# ---- block 1 ----
Figure 1. Cell area per tile (block 1).
The die is cut into 12 by 13 equal tiles; black is low, pale yellow is high, 0 to 100% covered.
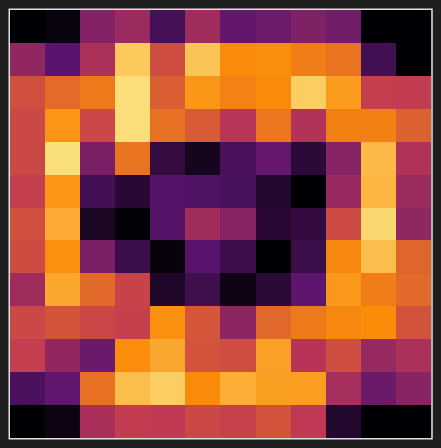

--- src/rtl/id_ex_operand_stage_if.sv ---
// Bus bundle for the ID/EX operand stage: decode bundle in, EX/MEM and MEM/WB
// bypass sources in, ALU operands and registered controls out.
interface id_ex_operand_stage_if #(
  parameter int unsigned XLEN = 32,
  parameter int unsigned RAW  = 5
);
  // decode bundle
  logic            id_valid;
  logic [RAW-1:0]  id_rs1;
  logic [RAW-1:0]  id_rs2;
  logic            id_use_rs1;
  logic            id_use_rs2;
  logic [XLEN-1:0] id_rs1_data;
  logic [XLEN-1:0] id_rs2_data;
  logic [XLEN-1:0] id_imm;
  logic            id_alu_src;
  logic [3:0]      id_alu_ctrl;
  logic [RAW-1:0]  id_rd;
  logic            id_reg_write;
  logic            id_mem_read;
  logic            id_mem_write;

  // downstream bypass sources
  logic [RAW-1:0]  mem_rd;
  logic            mem_reg_write;
  logic [XLEN-1:0] mem_result;
  logic [RAW-1:0]  wb_rd;
  logic            wb_reg_write;
  logic [XLEN-1:0] wb_result;

  // pipeline control
  logic            ex_hold;
  logic            flush;

  // stage outputs
  logic            hazard_stall;
  logic            ex_valid;
  logic [XLEN-1:0] alu_in_1;
  logic [XLEN-1:0] alu_in_2;
  logic [3:0]      alu_ctrl;
  logic [XLEN-1:0] store_data;
  logic [RAW-1:0]  ex_rd;
  logic            ex_reg_write;
  logic            ex_mem_read;
  logic            ex_mem_write;

  modport master (
    output id_valid, id_rs1, id_rs2, id_use_rs1, id_use_rs2, id_rs1_data, id_rs2_data,
           id_imm, id_alu_src, id_alu_ctrl, id_rd, id_reg_write, id_mem_read, id_mem_write,
           mem_rd, mem_reg_write, mem_result, wb_rd, wb_reg_write, wb_result,
           ex_hold, flush,
    input  hazard_stall, ex_valid, alu_in_1, alu_in_2, alu_ctrl, store_data,
           ex_rd, ex_reg_write, ex_mem_read, ex_mem_write
  );

  modport slave (
    input  id_valid, id_rs1, id_rs2, id_use_rs1, id_use_rs2, id_rs1_data, id_rs2_data,
           id_imm, id_alu_src, id_alu_ctrl, id_rd, id_reg_write, id_mem_read, id_mem_write,
           mem_rd, mem_reg_write, mem_result, wb_rd, wb_reg_write, wb_result,
           ex_hold, flush,
    output hazard_stall, ex_valid, alu_in_1, alu_in_2, alu_ctrl, store_data,
           ex_rd, ex_reg_write, ex_mem_read, ex_mem_write
  );
endinterface

--- src/rtl/id_ex_operand_stage.sv ---
// ID/EX pipeline register feeding the ALU. Captures the decode bundle, inserts
// bubbles on load-use hazards, honours hold/flush and presents bypassed operands.
// Build option FORWARDING_EN: when defined, operands are bypassed from EX/MEM
// (priority) and MEM/WB; when undefined, operands come straight from the
// regfile and any RAW dependency on EX or MEM stalls decode instead.
module id_ex_operand_stage #(
  parameter int unsigned XLEN = 32,
  parameter int unsigned RAW  = 5
) (
  input logic             clk,
  input logic             rst,
  id_ex_operand_stage_if.slave bus
);

  typedef struct packed {
    logic            valid;
    logic [RAW-1:0]  rs1;
    logic [RAW-1:0]  rs2;
    logic [XLEN-1:0] rs1_data;
    logic [XLEN-1:0] rs2_data;
    logic [XLEN-1:0] imm;
    logic            alu_src;
    logic [3:0]      alu_ctrl;
    logic [RAW-1:0]  rd;
    logic            reg_write;
    logic            mem_read;
    logic            mem_write;
  } ex_bundle_t;

  ex_bundle_t      ex_q;
  ex_bundle_t      ex_d;
  ex_bundle_t      load_b;
  logic            hazard;
  logic            load_use;
  logic            id_hits_ex;
  logic [XLEN-1:0] fwd_rs1;
  logic [XLEN-1:0] fwd_rs2;

  // Does the decoding instruction read the register EX is about to write?
  always_comb begin
    id_hits_ex = (bus.id_use_rs1 && (bus.id_rs1 == ex_q.rd)) ||
                 (bus.id_use_rs2 && (bus.id_rs2 == ex_q.rd));
  end

  // Load-use detection: load data is not available until after MEM.
  always_comb begin
    load_use = bus.id_valid && ex_q.valid && ex_q.mem_read &&
               (ex_q.rd != '0) && id_hits_ex;
  end

`ifdef FORWARDING_EN
  // Only load-use needs a bubble; everything else is bypassed.
  always_comb begin
    hazard = !rst && load_use;
  end

  // Operand bypass: EX/MEM wins over MEM/WB, x0 and empty slots never bypass.
  always_comb begin
    fwd_rs1 = ex_q.rs1_data;
    fwd_rs2 = ex_q.rs2_data;
    if (ex_q.valid && (ex_q.rs1 != '0)) begin
      if (bus.mem_reg_write && (bus.mem_rd == ex_q.rs1)) begin
        fwd_rs1 = bus.mem_result;
      end else if (bus.wb_reg_write && (bus.wb_rd == ex_q.rs1)) begin
        fwd_rs1 = bus.wb_result;
      end
    end
    if (ex_q.valid && (ex_q.rs2 != '0)) begin
      if (bus.mem_reg_write && (bus.mem_rd == ex_q.rs2)) begin
        fwd_rs2 = bus.mem_result;
      end else if (bus.wb_reg_write && (bus.wb_rd == ex_q.rs2)) begin
        fwd_rs2 = bus.wb_result;
      end
    end
  end
`else
  logic ex_raw;
  logic mem_raw;
  logic unused_fwd_sources;

  // Without bypass, any pending write in EX or MEM to a source stalls decode;
  // the MEM/WB case is covered by the write-first regfile.
  always_comb begin
    ex_raw  = bus.id_valid && ex_q.valid && ex_q.reg_write &&
              (ex_q.rd != '0) && id_hits_ex;
    mem_raw = bus.id_valid && bus.mem_reg_write && (bus.mem_rd != '0) &&
              ((bus.id_use_rs1 && (bus.id_rs1 == bus.mem_rd)) ||
               (bus.id_use_rs2 && (bus.id_rs2 == bus.mem_rd)));
    hazard  = !rst && (load_use || ex_raw || mem_raw);
  end

  // Operands are the registered regfile data as-is.
  always_comb begin
    fwd_rs1 = ex_q.rs1_data;
    fwd_rs2 = ex_q.rs2_data;
  end

  assign unused_fwd_sources = ^{bus.mem_result, bus.wb_rd, bus.wb_reg_write,
                                bus.wb_result, ex_q.rs1, ex_q.rs2};
`endif

  // Bundle captured on a normal load; invalid slots carry no side effects.
  always_comb begin
    load_b           = '0;
    load_b.valid     = bus.id_valid;
    load_b.rs1       = bus.id_rs1;
    load_b.rs2       = bus.id_rs2;
    load_b.rs1_data  = bus.id_rs1_data;
    load_b.rs2_data  = bus.id_rs2_data;
    load_b.imm       = bus.id_imm;
    load_b.alu_src   = bus.id_alu_src;
    load_b.alu_ctrl  = bus.id_valid ? bus.id_alu_ctrl : 4'b0000;
    load_b.rd        = bus.id_valid ? bus.id_rd : '0;
    load_b.reg_write = bus.id_valid && bus.id_reg_write;
    load_b.mem_read  = bus.id_valid && bus.id_mem_read;
    load_b.mem_write = bus.id_valid && bus.id_mem_write;
  end

  // Next-state priority: flush > hold > hazard bubble > load.
  always_comb begin
    ex_d = ex_q;
    if (bus.flush) begin
      ex_d = '0;
    end else if (bus.ex_hold) begin
      ex_d = ex_q;
    end else if (hazard) begin
      ex_d = '0;
    end else begin
      ex_d = load_b;
    end
  end

  // Stage register with synchronous reset.
  always_ff @(posedge clk) begin
    if (rst) begin
      ex_q <= '0;
    end else begin
      ex_q <= ex_d;
    end
  end

  assign bus.hazard_stall = hazard;
  assign bus.ex_valid     = ex_q.valid;
  assign bus.alu_in_1     = fwd_rs1;
  assign bus.alu_in_2     = ex_q.alu_src ? ex_q.imm : fwd_rs2;
  assign bus.alu_ctrl     = ex_q.alu_ctrl;
  assign bus.store_data   = fwd_rs2;
  assign bus.ex_rd        = ex_q.rd;
  assign bus.ex_reg_write = ex_q.reg_write;
  assign bus.ex_mem_read  = ex_q.mem_read;
  assign bus.ex_mem_write = ex_q.mem_write;

endmodule
--- src/flat_wrapper.sv ---
// flat-port wrapper written by rule: the top's interface ports become plain ports
module id_ex_operand_stage_flat 
#(
  parameter int unsigned XLEN = 32,
  parameter int unsigned RAW  = 5
)
  (clk, rst, bus_id_valid, bus_id_rs1, bus_id_rs2, bus_id_use_rs1, bus_id_use_rs2, bus_id_rs1_data, bus_id_rs2_data, bus_id_imm, bus_id_alu_src, bus_id_alu_ctrl, bus_id_rd, bus_id_reg_write, bus_id_mem_read, bus_id_mem_write, bus_mem_rd, bus_mem_reg_write, bus_mem_result, bus_wb_rd, bus_wb_reg_write, bus_wb_result, bus_ex_hold, bus_flush, bus_hazard_stall, bus_ex_valid, bus_alu_in_1, bus_alu_in_2, bus_alu_ctrl, bus_store_data, bus_ex_rd, bus_ex_reg_write, bus_ex_mem_read, bus_ex_mem_write);
  id_ex_operand_stage_if #(.XLEN(XLEN), .RAW(RAW)) bus_i ();
  input logic clk;
  input logic rst;
  input wire logic [$bits(bus_i.id_valid)-1:0] bus_id_valid;
  input wire logic [$bits(bus_i.id_rs1)-1:0] bus_id_rs1;
  input wire logic [$bits(bus_i.id_rs2)-1:0] bus_id_rs2;
  input wire logic [$bits(bus_i.id_use_rs1)-1:0] bus_id_use_rs1;
  input wire logic [$bits(bus_i.id_use_rs2)-1:0] bus_id_use_rs2;
  input wire logic [$bits(bus_i.id_rs1_data)-1:0] bus_id_rs1_data;
  input wire logic [$bits(bus_i.id_rs2_data)-1:0] bus_id_rs2_data;
  input wire logic [$bits(bus_i.id_imm)-1:0] bus_id_imm;
  input wire logic [$bits(bus_i.id_alu_src)-1:0] bus_id_alu_src;
  input wire logic [$bits(bus_i.id_alu_ctrl)-1:0] bus_id_alu_ctrl;
  input wire logic [$bits(bus_i.id_rd)-1:0] bus_id_rd;
  input wire logic [$bits(bus_i.id_reg_write)-1:0] bus_id_reg_write;
  input wire logic [$bits(bus_i.id_mem_read)-1:0] bus_id_mem_read;
  input wire logic [$bits(bus_i.id_mem_write)-1:0] bus_id_mem_write;
  input wire logic [$bits(bus_i.mem_rd)-1:0] bus_mem_rd;
  input wire logic [$bits(bus_i.mem_reg_write)-1:0] bus_mem_reg_write;
  input wire logic [$bits(bus_i.mem_result)-1:0] bus_mem_result;
  input wire logic [$bits(bus_i.wb_rd)-1:0] bus_wb_rd;
  input wire logic [$bits(bus_i.wb_reg_write)-1:0] bus_wb_reg_write;
  input wire logic [$bits(bus_i.wb_result)-1:0] bus_wb_result;
  input wire logic [$bits(bus_i.ex_hold)-1:0] bus_ex_hold;
  input wire logic [$bits(bus_i.flush)-1:0] bus_flush;
  output wire logic [$bits(bus_i.hazard_stall)-1:0] bus_hazard_stall;
  output wire logic [$bits(bus_i.ex_valid)-1:0] bus_ex_valid;
  output wire logic [$bits(bus_i.alu_in_1)-1:0] bus_alu_in_1;
  output wire logic [$bits(bus_i.alu_in_2)-1:0] bus_alu_in_2;
  output wire logic [$bits(bus_i.alu_ctrl)-1:0] bus_alu_ctrl;
  output wire logic [$bits(bus_i.store_data)-1:0] bus_store_data;
  output wire logic [$bits(bus_i.ex_rd)-1:0] bus_ex_rd;
  output wire logic [$bits(bus_i.ex_reg_write)-1:0] bus_ex_reg_write;
  output wire logic [$bits(bus_i.ex_mem_read)-1:0] bus_ex_mem_read;
  output wire logic [$bits(bus_i.ex_mem_write)-1:0] bus_ex_mem_write;
  assign bus_i.id_valid = bus_id_valid;
  assign bus_i.id_rs1 = bus_id_rs1;
  assign bus_i.id_rs2 = bus_id_rs2;
  assign bus_i.id_use_rs1 = bus_id_use_rs1;
  assign bus_i.id_use_rs2 = bus_id_use_rs2;
  assign bus_i.id_rs1_data = bus_id_rs1_data;
  assign bus_i.id_rs2_data = bus_id_rs2_data;
  assign bus_i.id_imm = bus_id_imm;
  assign bus_i.id_alu_src = bus_id_alu_src;
  assign bus_i.id_alu_ctrl = bus_id_alu_ctrl;
  assign bus_i.id_rd = bus_id_rd;
  assign bus_i.id_reg_write = bus_id_reg_write;
  assign bus_i.id_mem_read = bus_id_mem_read;
  assign bus_i.id_mem_write = bus_id_mem_write;
  assign bus_i.mem_rd = bus_mem_rd;
  assign bus_i.mem_reg_write = bus_mem_reg_write;
  assign bus_i.mem_result = bus_mem_result;
  assign bus_i.wb_rd = bus_wb_rd;
  assign bus_i.wb_reg_write = bus_wb_reg_write;
  assign bus_i.wb_result = bus_wb_result;
  assign bus_i.ex_hold = bus_ex_hold;
  assign bus_i.flush = bus_flush;
  assign bus_hazard_stall = bus_i.hazard_stall;
  assign bus_ex_valid = bus_i.ex_valid;
  assign bus_alu_in_1 = bus_i.alu_in_1;
  assign bus_alu_in_2 = bus_i.alu_in_2;
  assign bus_alu_ctrl = bus_i.alu_ctrl;
  assign bus_store_data = bus_i.store_data;
  assign bus_ex_rd = bus_i.ex_rd;
  assign bus_ex_reg_write = bus_i.ex_reg_write;
  assign bus_ex_mem_read = bus_i.ex_mem_read;
  assign bus_ex_mem_write = bus_i.ex_mem_write;
  id_ex_operand_stage #(.XLEN(XLEN), .RAW(RAW)) u_core (.clk(clk), .rst(rst), .bus(bus_i));
endmodule
--- config.mk ---
export PLATFORM = sky130hd
export DESIGN_NAME = id_ex_operand_stage_flat
export DESIGN_NICKNAME = d
export VERILOG_FILES = /design/src/rtl/id_ex_operand_stage_if.sv /design/src/rtl/id_ex_operand_stage.sv /design/src/flat_wrapper.sv
export SDC_FILE = /design/constraint.sdc
export NUM_CORES = 1
export LEC_CHECK = 0
export CORE_AREA = 2 2 123 125
export CTS_CLUSTER_SIZE = 8
export DETAILED_ROUTE_END_ITERATION = 12
export DIE_AREA = 0 0 125 127
export PLACE_DENSITY = 0.73
export SETUP_SLACK_MARGIN = 0.15
export SLEW_MARGIN = 15
export SYNTH_ARGS = -nofsm -noshare
export SYNTH_HDL_FRONTEND = slang
export SYNTH_SLANG_ARGS = --single-unit
--- constraint.sdc ---
create_clock -name clk -period 2.2 [get_ports clk]
set_clock_uncertainty 0.2 [all_clocks]
set_input_delay 0.22 -clock clk [delete_from_list [all_inputs] [get_ports clk]]
set_output_delay 0.22 -clock clk [all_outputs]
set_load 0.005 [all_outputs]
# ---- block 2 ----
==> src/rtl/alu_pkg.sv <==
// Shared types and constants for the multi-cycle ALU.
package alu_pkg;

    typedef enum logic [3:0] {
        OpNop  = 4'd0,
        OpAdd  = 4'd1,
        OpSub  = 4'd2,
        OpMul  = 4'd3,
        OpAnd  = 4'd4,
        OpOr   = 4'd5,
        OpXor  = 4'd6,
        OpXnor = 4'd7,
        OpShl  = 4'd8,
        OpShr  = 4'd9,
        OpInc  = 4'd10,
        OpDec  = 4'd11,
        OpDiv  = 4'd12,
        OpMod  = 4'd13,
        OpSra  = 4'd14,
        OpIll  = 4'd15
    } alu_op_t;

    localparam int unsigned ST_EQ    = 0;
    localparam int unsigned ST_NE    = 1;
    localparam int unsigned ST_GT    = 2;
    localparam int unsigned ST_GE    = 3;
    localparam int unsigned ST_LT    = 4;
    localparam int unsigned ST_LE    = 5;
    localparam int unsigned ST_CARRY = 6;
    localparam int unsigned ST_ERR   = 7;

    typedef enum logic [1:0] {
        IDLE = 2'd0,
        BUSY = 2'd1,
        DONE = 2'd2
    } state_t;

endpackage

==> src/rtl/alu_iter_muldiv.sv <==
// Iterative shift-add multiplier and restoring divider; one step per cycle, WIDTH steps.
module alu_iter_muldiv
    import alu_pkg::*;
#(
    parameter int unsigned WIDTH = 32
) (
    input  logic             clk,
    input  logic             rst_n,
    input  logic             start,
    input  alu_op_t          op,
    input  logic [WIDTH-1:0] opa,
    input  logic [WIDTH-1:0] b,
    output logic             done,
    output logic [WIDTH-1:0] quo_prod,
    output logic [WIDTH-1:0] rem
);

    localparam int unsigned CW = $clog2(WIDTH);

    logic             running_q;
    logic             is_mul_q;
    logic [CW-1:0]    count_q;
    // acc: product or partial remainder; shr: multiplier or dividend/quotient;
    // opd: shifting multiplicand or divisor.
    logic [WIDTH-1:0] acc_q, acc_d;
    logic [WIDTH-1:0] shr_q, shr_d;
    logic [WIDTH-1:0] opd_q, opd_d;
    logic [WIDTH:0]   r_shift;
    logic [WIDTH:0]   diff;

    always_comb begin
        acc_d   = acc_q;
        shr_d   = shr_q;
        opd_d   = opd_q;
        r_shift = {acc_q, shr_q[WIDTH-1]};
        diff    = r_shift - {1'b0, opd_q};
        if (is_mul_q) begin
            if (shr_q[0]) begin
                acc_d = acc_q + opd_q;
            end
            shr_d = shr_q >> 1;
            opd_d = opd_q << 1;
        end else if (!diff[WIDTH]) begin
            acc_d = diff[WIDTH-1:0];
            shr_d = {shr_q[WIDTH-2:0], 1'b1};
        end else begin
            acc_d = r_shift[WIDTH-1:0];
            shr_d = {shr_q[WIDTH-2:0], 1'b0};
        end
    end

    // Results are the post-step values so the final step lands in the output register directly.
    assign done     = running_q && (count_q == '0);
    assign quo_prod = is_mul_q ? acc_d : shr_d;
    assign rem      = acc_d;

    always_ff @(posedge clk) begin
        if (!rst_n) begin
            running_q <= 1'b0;
            is_mul_q  <= 1'b0;
            count_q   <= '0;
            acc_q     <= '0;
            shr_q     <= '0;
            opd_q     <= '0;
        end else if (start) begin
            running_q <= 1'b1;
            is_mul_q  <= (op == OpMul);
            count_q   <= CW'(WIDTH - 1);
            acc_q     <= '0;
            shr_q     <= (op == OpMul) ? b : opa;
            opd_q     <= (op == OpMul) ? opa : b;
        end else if (running_q) begin
            acc_q <= acc_d;
            shr_q <= shr_d;
            opd_q <= opd_d;
            if (count_q == '0) begin
                running_q <= 1'b0;
            end else begin
                count_q <= count_q - CW'(1);
            end
        end
    end

endmodule

==> src/rtl/alu_mc.sv <==
// Multi-cycle ALU: valid/ready request, single-cycle datapath, iterative MUL/DIV/MOD, held result.
module alu_mc
    import alu_pkg::*;
#(
    parameter int unsigned WIDTH = 32,
    parameter int unsigned SHW   = $clog2(WIDTH)
) (
    input  logic             clk,
    input  logic             rst_n,
    input  logic             in_valid,
    output logic             in_ready,
    input  logic [WIDTH-1:0] a,
    input  logic [WIDTH-1:0] b,
    input  logic [WIDTH-1:0] imm_val,
    input  logic             imm,
    input  logic [3:0]       func,
    output logic             out_valid,
    input  logic             out_ready,
    output logic [WIDTH-1:0] out,
    output logic [7:0]       status_reg
);

    state_t           state_q, state_d;
    alu_op_t          func_in, func_q;
    logic [WIDTH-1:0] opa_in, opa_q, b_q;
    logic             accept, iter_start, load;

    logic [SHW-1:0]   shamt;
    logic             shbig;
    logic [WIDTH-1:0] sc_res;
    logic             sc_carry, sc_err;

    logic             it_done;
    logic [WIDTH-1:0] it_qp, it_rem;

    logic [WIDTH-1:0] fx, fy, res;
    logic             carry, err, eq, gt, lt;
    logic [7:0]       flags;

    assign opa_in  = imm ? imm_val : a;
    assign func_in = alu_op_t'(func);
    assign accept  = (state_q == IDLE) && in_valid;
    assign iter_start = accept && ((func_in == OpMul) ||
                        (((func_in == OpDiv) || (func_in == OpMod)) && (b != '0)));

    assign shamt = b[SHW-1:0];
    assign shbig = |b[WIDTH-1:SHW];

    always_comb begin
        sc_res   = '0;
        sc_carry = 1'b0;
        sc_err   = 1'b0;
        case (func_in)
            OpNop:  sc_res = opa_in;
            OpAdd:  {sc_carry, sc_res} = {1'b0, opa_in} + {1'b0, b};
            OpSub:  {sc_carry, sc_res} = {1'b0, opa_in} - {1'b0, b};
            OpMul:  sc_res = '0;
            OpAnd:  sc_res = opa_in & b;
            OpOr:   sc_res = opa_in | b;
            OpXor:  sc_res = opa_in ^ b;
            OpXnor: sc_res = ~(opa_in ^ b);
            OpShl:  sc_res = shbig ? '0 : (opa_in << shamt);
            OpShr:  sc_res = shbig ? '0 : (opa_in >> shamt);
            OpInc:  {sc_carry, sc_res} = {1'b0, opa_in} + {{WIDTH{1'b0}}, 1'b1};
            OpDec:  {sc_carry, sc_res} = {1'b0, opa_in} - {{WIDTH{1'b0}}, 1'b1};
            OpDiv: begin
                sc_err = (b == '0);
                sc_res = '1;
            end
            OpMod: begin
                sc_err = (b == '0);
                sc_res = opa_in;
            end
            OpSra:  sc_res = shbig ? {WIDTH{opa_in[WIDTH-1]}}
                                   : $unsigned($signed(opa_in) >>> shamt);
            default: begin
                sc_err = 1'b1;
                sc_res = '0;
            end
        endcase
    end

    alu_iter_muldiv #(
        .WIDTH (WIDTH)
    ) u_iter (
        .clk      (clk),
        .rst_n    (rst_n),
        .start    (iter_start),
        .op       (func_in),
        .opa      (opa_in),
        .b        (b),
        .done     (it_done),
        .quo_prod (it_qp),
        .rem      (it_rem)
    );

    // Flags come from live operands on a single-cycle completion, captured ones after BUSY.
    always_comb begin
        if (state_q == BUSY) begin
            fx    = opa_q;
            fy    = b_q;
            res   = (func_q == OpMod) ? it_rem : it_qp;
            carry = 1'b0;
            err   = 1'b0;
        end else begin
            fx    = opa_in;
            fy    = b;
            res   = sc_res;
            carry = sc_carry;
            err   = sc_err;
        end
        eq = (res == '0);
        gt = (fx > fy);
        lt = (fx < fy);
        flags           = '0;
        flags[ST_EQ]    = eq;
        flags[ST_NE]    = !eq;
        flags[ST_GT]    = gt;
        flags[ST_GE]    = gt | eq;
        flags[ST_LT]    = lt;
        flags[ST_LE]    = lt | eq;
        flags[ST_CARRY] = carry;
        flags[ST_ERR]   = err;
    end

    always_comb begin
        state_d = state_q;
        load    = 1'b0;
        case (state_q)
            IDLE: begin
                if (in_valid) begin
                    if (iter_start) begin
                        state_d = BUSY;
                    end else begin
                        state_d = DONE;
                        load    = 1'b1;
                    end
                end
            end
            BUSY: begin
                if (it_done) begin
                    state_d = DONE;
                    load    = 1'b1;
                end
            end
            DONE: begin
                if (out_ready) begin
                    state_d = IDLE;
                end
            end
            default: state_d = IDLE;
        endcase
    end

    always_ff @(posedge clk) begin
        if (!rst_n) begin
            state_q    <= IDLE;
            opa_q      <= '0;
            b_q        <= '0;
            func_q     <= OpNop;
            out        <= '0;
            status_reg <= '0;
        end else begin
            state_q <= state_d;
            if (accept) begin
                opa_q  <= opa_in;
                b_q    <= b;
                func_q <= func_in;
            end
            if (load) begin
                out        <= res;
                status_reg <= flags;
            end
        end
    end

    assign in_ready  = rst_n && (state_q == IDLE);
    assign out_valid = (state_q == DONE);

endmodule

==> config.mk <==
export PLATFORM = sky130hd
export DESIGN_NAME = alu_mc
export DESIGN_NICKNAME = d
export VERILOG_FILES = /design/src/rtl/alu_pkg.sv /design/src/rtl/alu_iter_muldiv.sv /design/src/rtl/alu_mc.sv
export SDC_FILE = /design/constraint.sdc
export NUM_CORES = 2
export LEC_CHECK = 0
export CAP_MARGIN = 20
export CORE_MARGIN = 5
export CORE_UTILIZATION = 34
export DETAILED_ROUTE_END_ITERATION = 8
export HOLD_SLACK_MARGIN = 0.12
export SLEW_MARGIN = 10
export SYNTH_ARGS = -nofsm -noshare
export SYNTH_HDL_FRONTEND = slang
export SYNTH_SLANG_ARGS = --single-unit
export TNS_END_PERCENT = 100
==> constraint.sdc <==
create_clock -name clk -period 6.4 [get_ports clk]
set_clock_uncertainty 0.15 [all_clocks]
set_input_delay 0.96 -clock clk [delete_from_list [all_inputs] [get_ports clk]]
set_output_delay 0.96 -clock clk [all_outputs]
set_load 0.03 [all_outputs]
Figure 2. Pin map (block 2).
Bar = 100 um. Pins as bars across the die edge, other pins in gray.
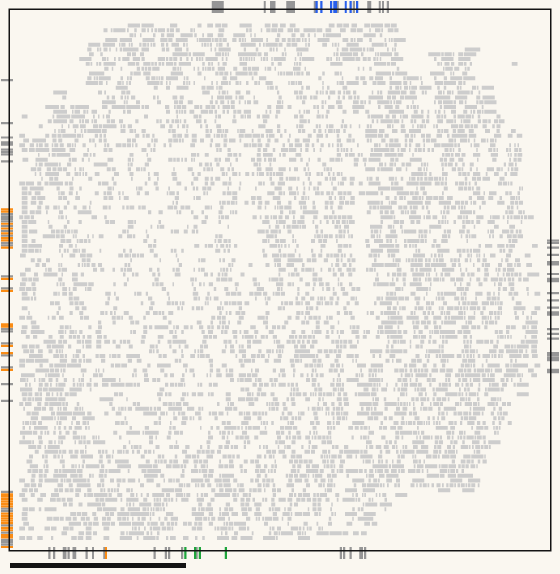
Orange stands for a, pins 32, direction input, edge 31 left, 1 bottom. Green stands for func, pins 4, direction input, edge bottom. Blue stands for status_reg, pins 8, direction output, edge top.
All pins by edge: 66 left, 32 top, 26 bottom, 23 right.

Figure 3. Cell area per tile (block 2).
The die is cut into 31 by 31 equal tiles; black is low, pale yellow is high, 0 to 100% covered.
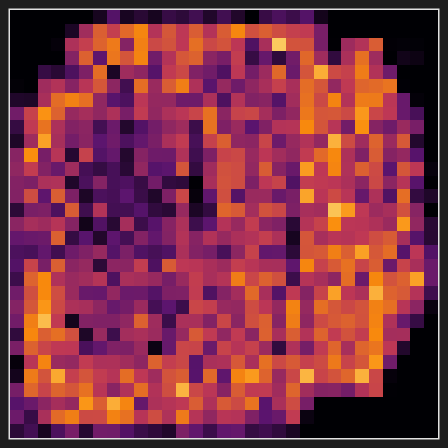
The fullest tile reaches 89%. The mean over all tiles is 38%. 2.9% of the tiles are over 75% full. 11% of the tiles are nearly empty.

==> flow_metrics.py, block 2 <==
# Auto-generated metrics
metrics = {
    "logic_synthesis": {
        "ys.flops": 213,
        "edf_count": 0,
        "syn-num-nets": 4629,
        "synth.avg_cell_area_um2": 6.937,
        "syn_inst": 4314,
        "synth.top_cell.area_share_pct": 14.25,
    },
    "sta": {
        "fmax_ghz": 0.1607,
        "hold_violations": 0,
        "min_period_over_period_pct": 97.21,
        "rsz0062_at_grt": "false",
    },
    "global_routing": {
        "track_usage_pct": 37.50,
    },
    "power": {
        "finalPower_mw": 6.847,
        "combPwrFrac_pct": 52.7,
        "p_seq_share_pct": 22.0,
    },
    "worst_setup_path": {
        "crit_path_max_incr_delay_ps": 800,
        "crit_fanout": 13,
        "cpMaxStageDelayCell": "a2111oi_0",
        "rrSetupSlack_ps": 910,
        "crit_chain": "clkdlybuf4s50_1, mux2i_2, buf_4, clkinv_1, mux4_2, buf_4, o2bb2ai_1, o21ai_0, buf_4, a21oi_1, a2111oi_0, buf_4, a41oi_1, a21oi_1, o211ai_1, nor4_1, buf_4, nand4_1, buf_4, buf_4, o21ai_0",
        "end_kind": "flop",
        "rr_startpoint": "u_iter.shr_q[31]",
        "cp.depth": 21,
    },
    "worst_hold_path": {
        "hold_start": "out[25]",
        "holdPathStages": 2,
        "min_to": "out[25]",
    },
    "clock_tree": {
        "post_cts_buffers": 0,
        "htree_levels": 1,
        "tritoncts": "yes",
        "cts_hold_buf": 0,
    },
    "cells_and_area": {
        "clock_buffers": 42,
        "comb_share_pct": 63.84,
        "sh_seq_area_pct": 11.46,
        "mostFrequentLayoutCells": "583 x buf_4, 490 x nor2_1, 438 x nand2_1",
        "clk_share_pct": 2.676,
        "n_fill_cell": 9207,
        "drive_gt1_share_pct": 17.09,
        "finalInstanceArea_um2": 37270,
        "fin_cells": 5902,
    },
    "detailed_routing": {
        "dr.pass1.iters": 8,
        "vias": 38840,
    },
    "die": {
        "fp-utilization_pct": 34.39,
        "core-area_um2": 87020,
    },
    "run_status": {
        "status": "finished, final reports clean",
    },
    "job": {
        "warning_count": 109,
    },
}
block 2: layer usage:
metal	vias to the layer above	routed length, um	GRT usage (%)
met3	625	20180	7.660
met2	2696	78850	57.16
met4	10	14730	22.12
met1	18490	73430	49.11
met5	-	58	0
li1	17020	-	-
block 2: cells by family (layout without fill, tap and decap cells):
family	after synthesis	after routing	synth area share, %
xor gates and xnor gates	118	118	3.453
muxes	208	208	9.507
and+or+nand+nor	1507	1507	23.40
AOI/OAI and AO/OA	1527	1527	33.69
DFF	213	213	14.25
adders and majority gates	210	210	8.880
other	0	2	0
buffers and inverters	531	962	6.823
Figure 4. Congestion heat map (block 1).
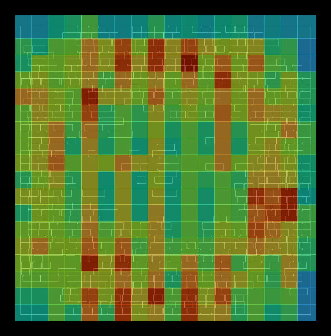
met1 Track Usage GR: 21.76%
Final Core Density: 53.52%
grt met3 use: 4.146%
GR Util met2: 29.83%
WL/cell: 18.53 um

About Figure 1:
The mean over all tiles is 47%. 6.4% of the tiles are nearly empty. The emptiest ninth of the die: center.
area of the core: 14420 um2
Initial Utilization: 31.52%

==> flow_metrics.py, block 1 <==
# Auto-generated metrics
metrics = {
    "placement": {
        "postPlaceCellArea_um2": 6720,
        "port-buffer-count": 241,
        "place_worst_setup_slack_ps": -346.6,
    },
    "logic_synthesis": {
        "synth_area_um2": 4547,
        "ys_cells": 395,
        "synth-main-ff-cell": "dfxtp_1",
        "syn-num-nets": 597,
        "top_cell": "dfxtp_1",
        "syn_inst": 395,
        "async_reset_ff_share_pct": 0,
        "ys_area_um2": 4547,
    },
    "cells_and_area": {
        "nNetsFinal": 803,
        "inverters": 0,
        "finalInstanceArea_um2": 7720,
        "mostFrequentLayoutCells": "193 x clkdlybuf4s50_1, 104 x dfxtp_1, 99 x a22o_1",
        "logic_area_um2": 1782,
        "largest_class": "non-clock buffers",
        "largest-register": "u_core.ex_q",
        "n_all_buffers": 297,
        "sh_seq_area_pct": 28.75,
        "comb_share_pct": 23.08,
        "synthToLayoutAreaGrowth_pct": 69.79,
    },
    "die": {
        "die_h_um": 127,
        "die-area_um2": 15880,
        "rows": 44,
        "taps": 184,
    },
    "worst_hold_path": {
        "holdPathStages": 2,
        "hp-class": "primary input to flop",
    },
    "sta": {
        "relSlewSlack_pct": 63.07,
        "fin_crit_ps": 2196,
        "min_period_over_period_pct": 99.80,
        "hold_violations": 0,
    },
    "clock_tree": {
        "ctsResizeCount": 94,
        "htree_levels": 3,
        "root_buffer": "clkbuf_16",
    },
    "global_routing": {
        "track_usage_pct": 17.62,
        "grt_pass1_wl_um": 21980,
        "antenna_found_initial": 0,
    },
    "run_status": {
        "status": "finished, final reports clean",
    },
    "job": {
        "max_cap_violations": 0,
        "warning_count": 100,
    },
    "detailed_routing": {
        "dr_wl_met3_um": 820,
        "highest_layer": "met4",
        "wl_um": 14640,
        "drc": 0,
        "dr_wl_met2_um": 7105,
        "vias_per_cell": 4.829,
    },
    "power": {
        "clkPwrFrac_pct": 37.6,
        "pg_seq_mw": 2.10,
        "sw_frac_of_total_pct": 22.90,
        "combPwrFrac_pct": 15.8,
        "top_power_group": "registers",
        "clk-power_mw": 1.69,
    },
    "worst_setup_path": {
        "crit_fanout": 7,
        "cp-startpoint": "u_core.bus.ex_rd[1]",
        "end_kind": "flop",
    },
}
## block 1: logic make-up after synthesis
logic type                count (synthesis)  synth area share (%)
and+or+nand+nor                          14                 1.651
AOI/OAI and AO/OA                       117                 22.81
DFF                                     110                 48.43
muxes                                    32                 7.925
buffers and inverters                   102                 15.33
xor gates and xnor gates                 20                 3.853
## block 1: worst max-delay path, stage by stage, from the launching register on
cell      delay (ps)
dfxtp_4          400
xnor2_2          120
nand4_1          130
o22ai_2          180
buf_4            150
a221oi_4          60
buf_12           130
buf_12           120
buf_12           130
buf_12           130
buf_16           130
a22o_1           200


==> notes/layouts.md <==
Pictures saved along the way, in no particular order.

Signal wires by layer.
(a)
Bar = 100 um. Only two layers are drawn.
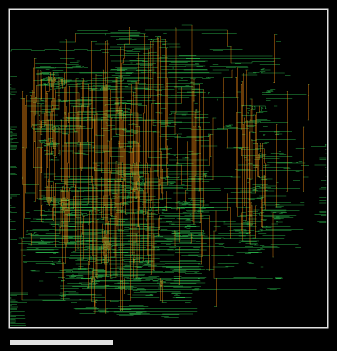
(b)
Bar = 50 um. Only two layers are drawn.
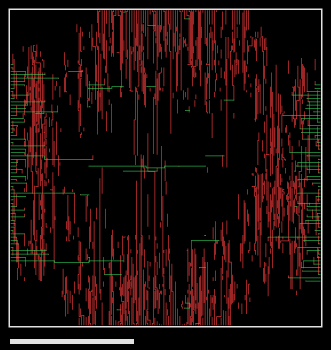
(b): block 1
(a): block 2
The one with the most wire is (a).
The one with the largest die is (a).

Power figures rest on the tool's default switching activity, not on a simulated workload.
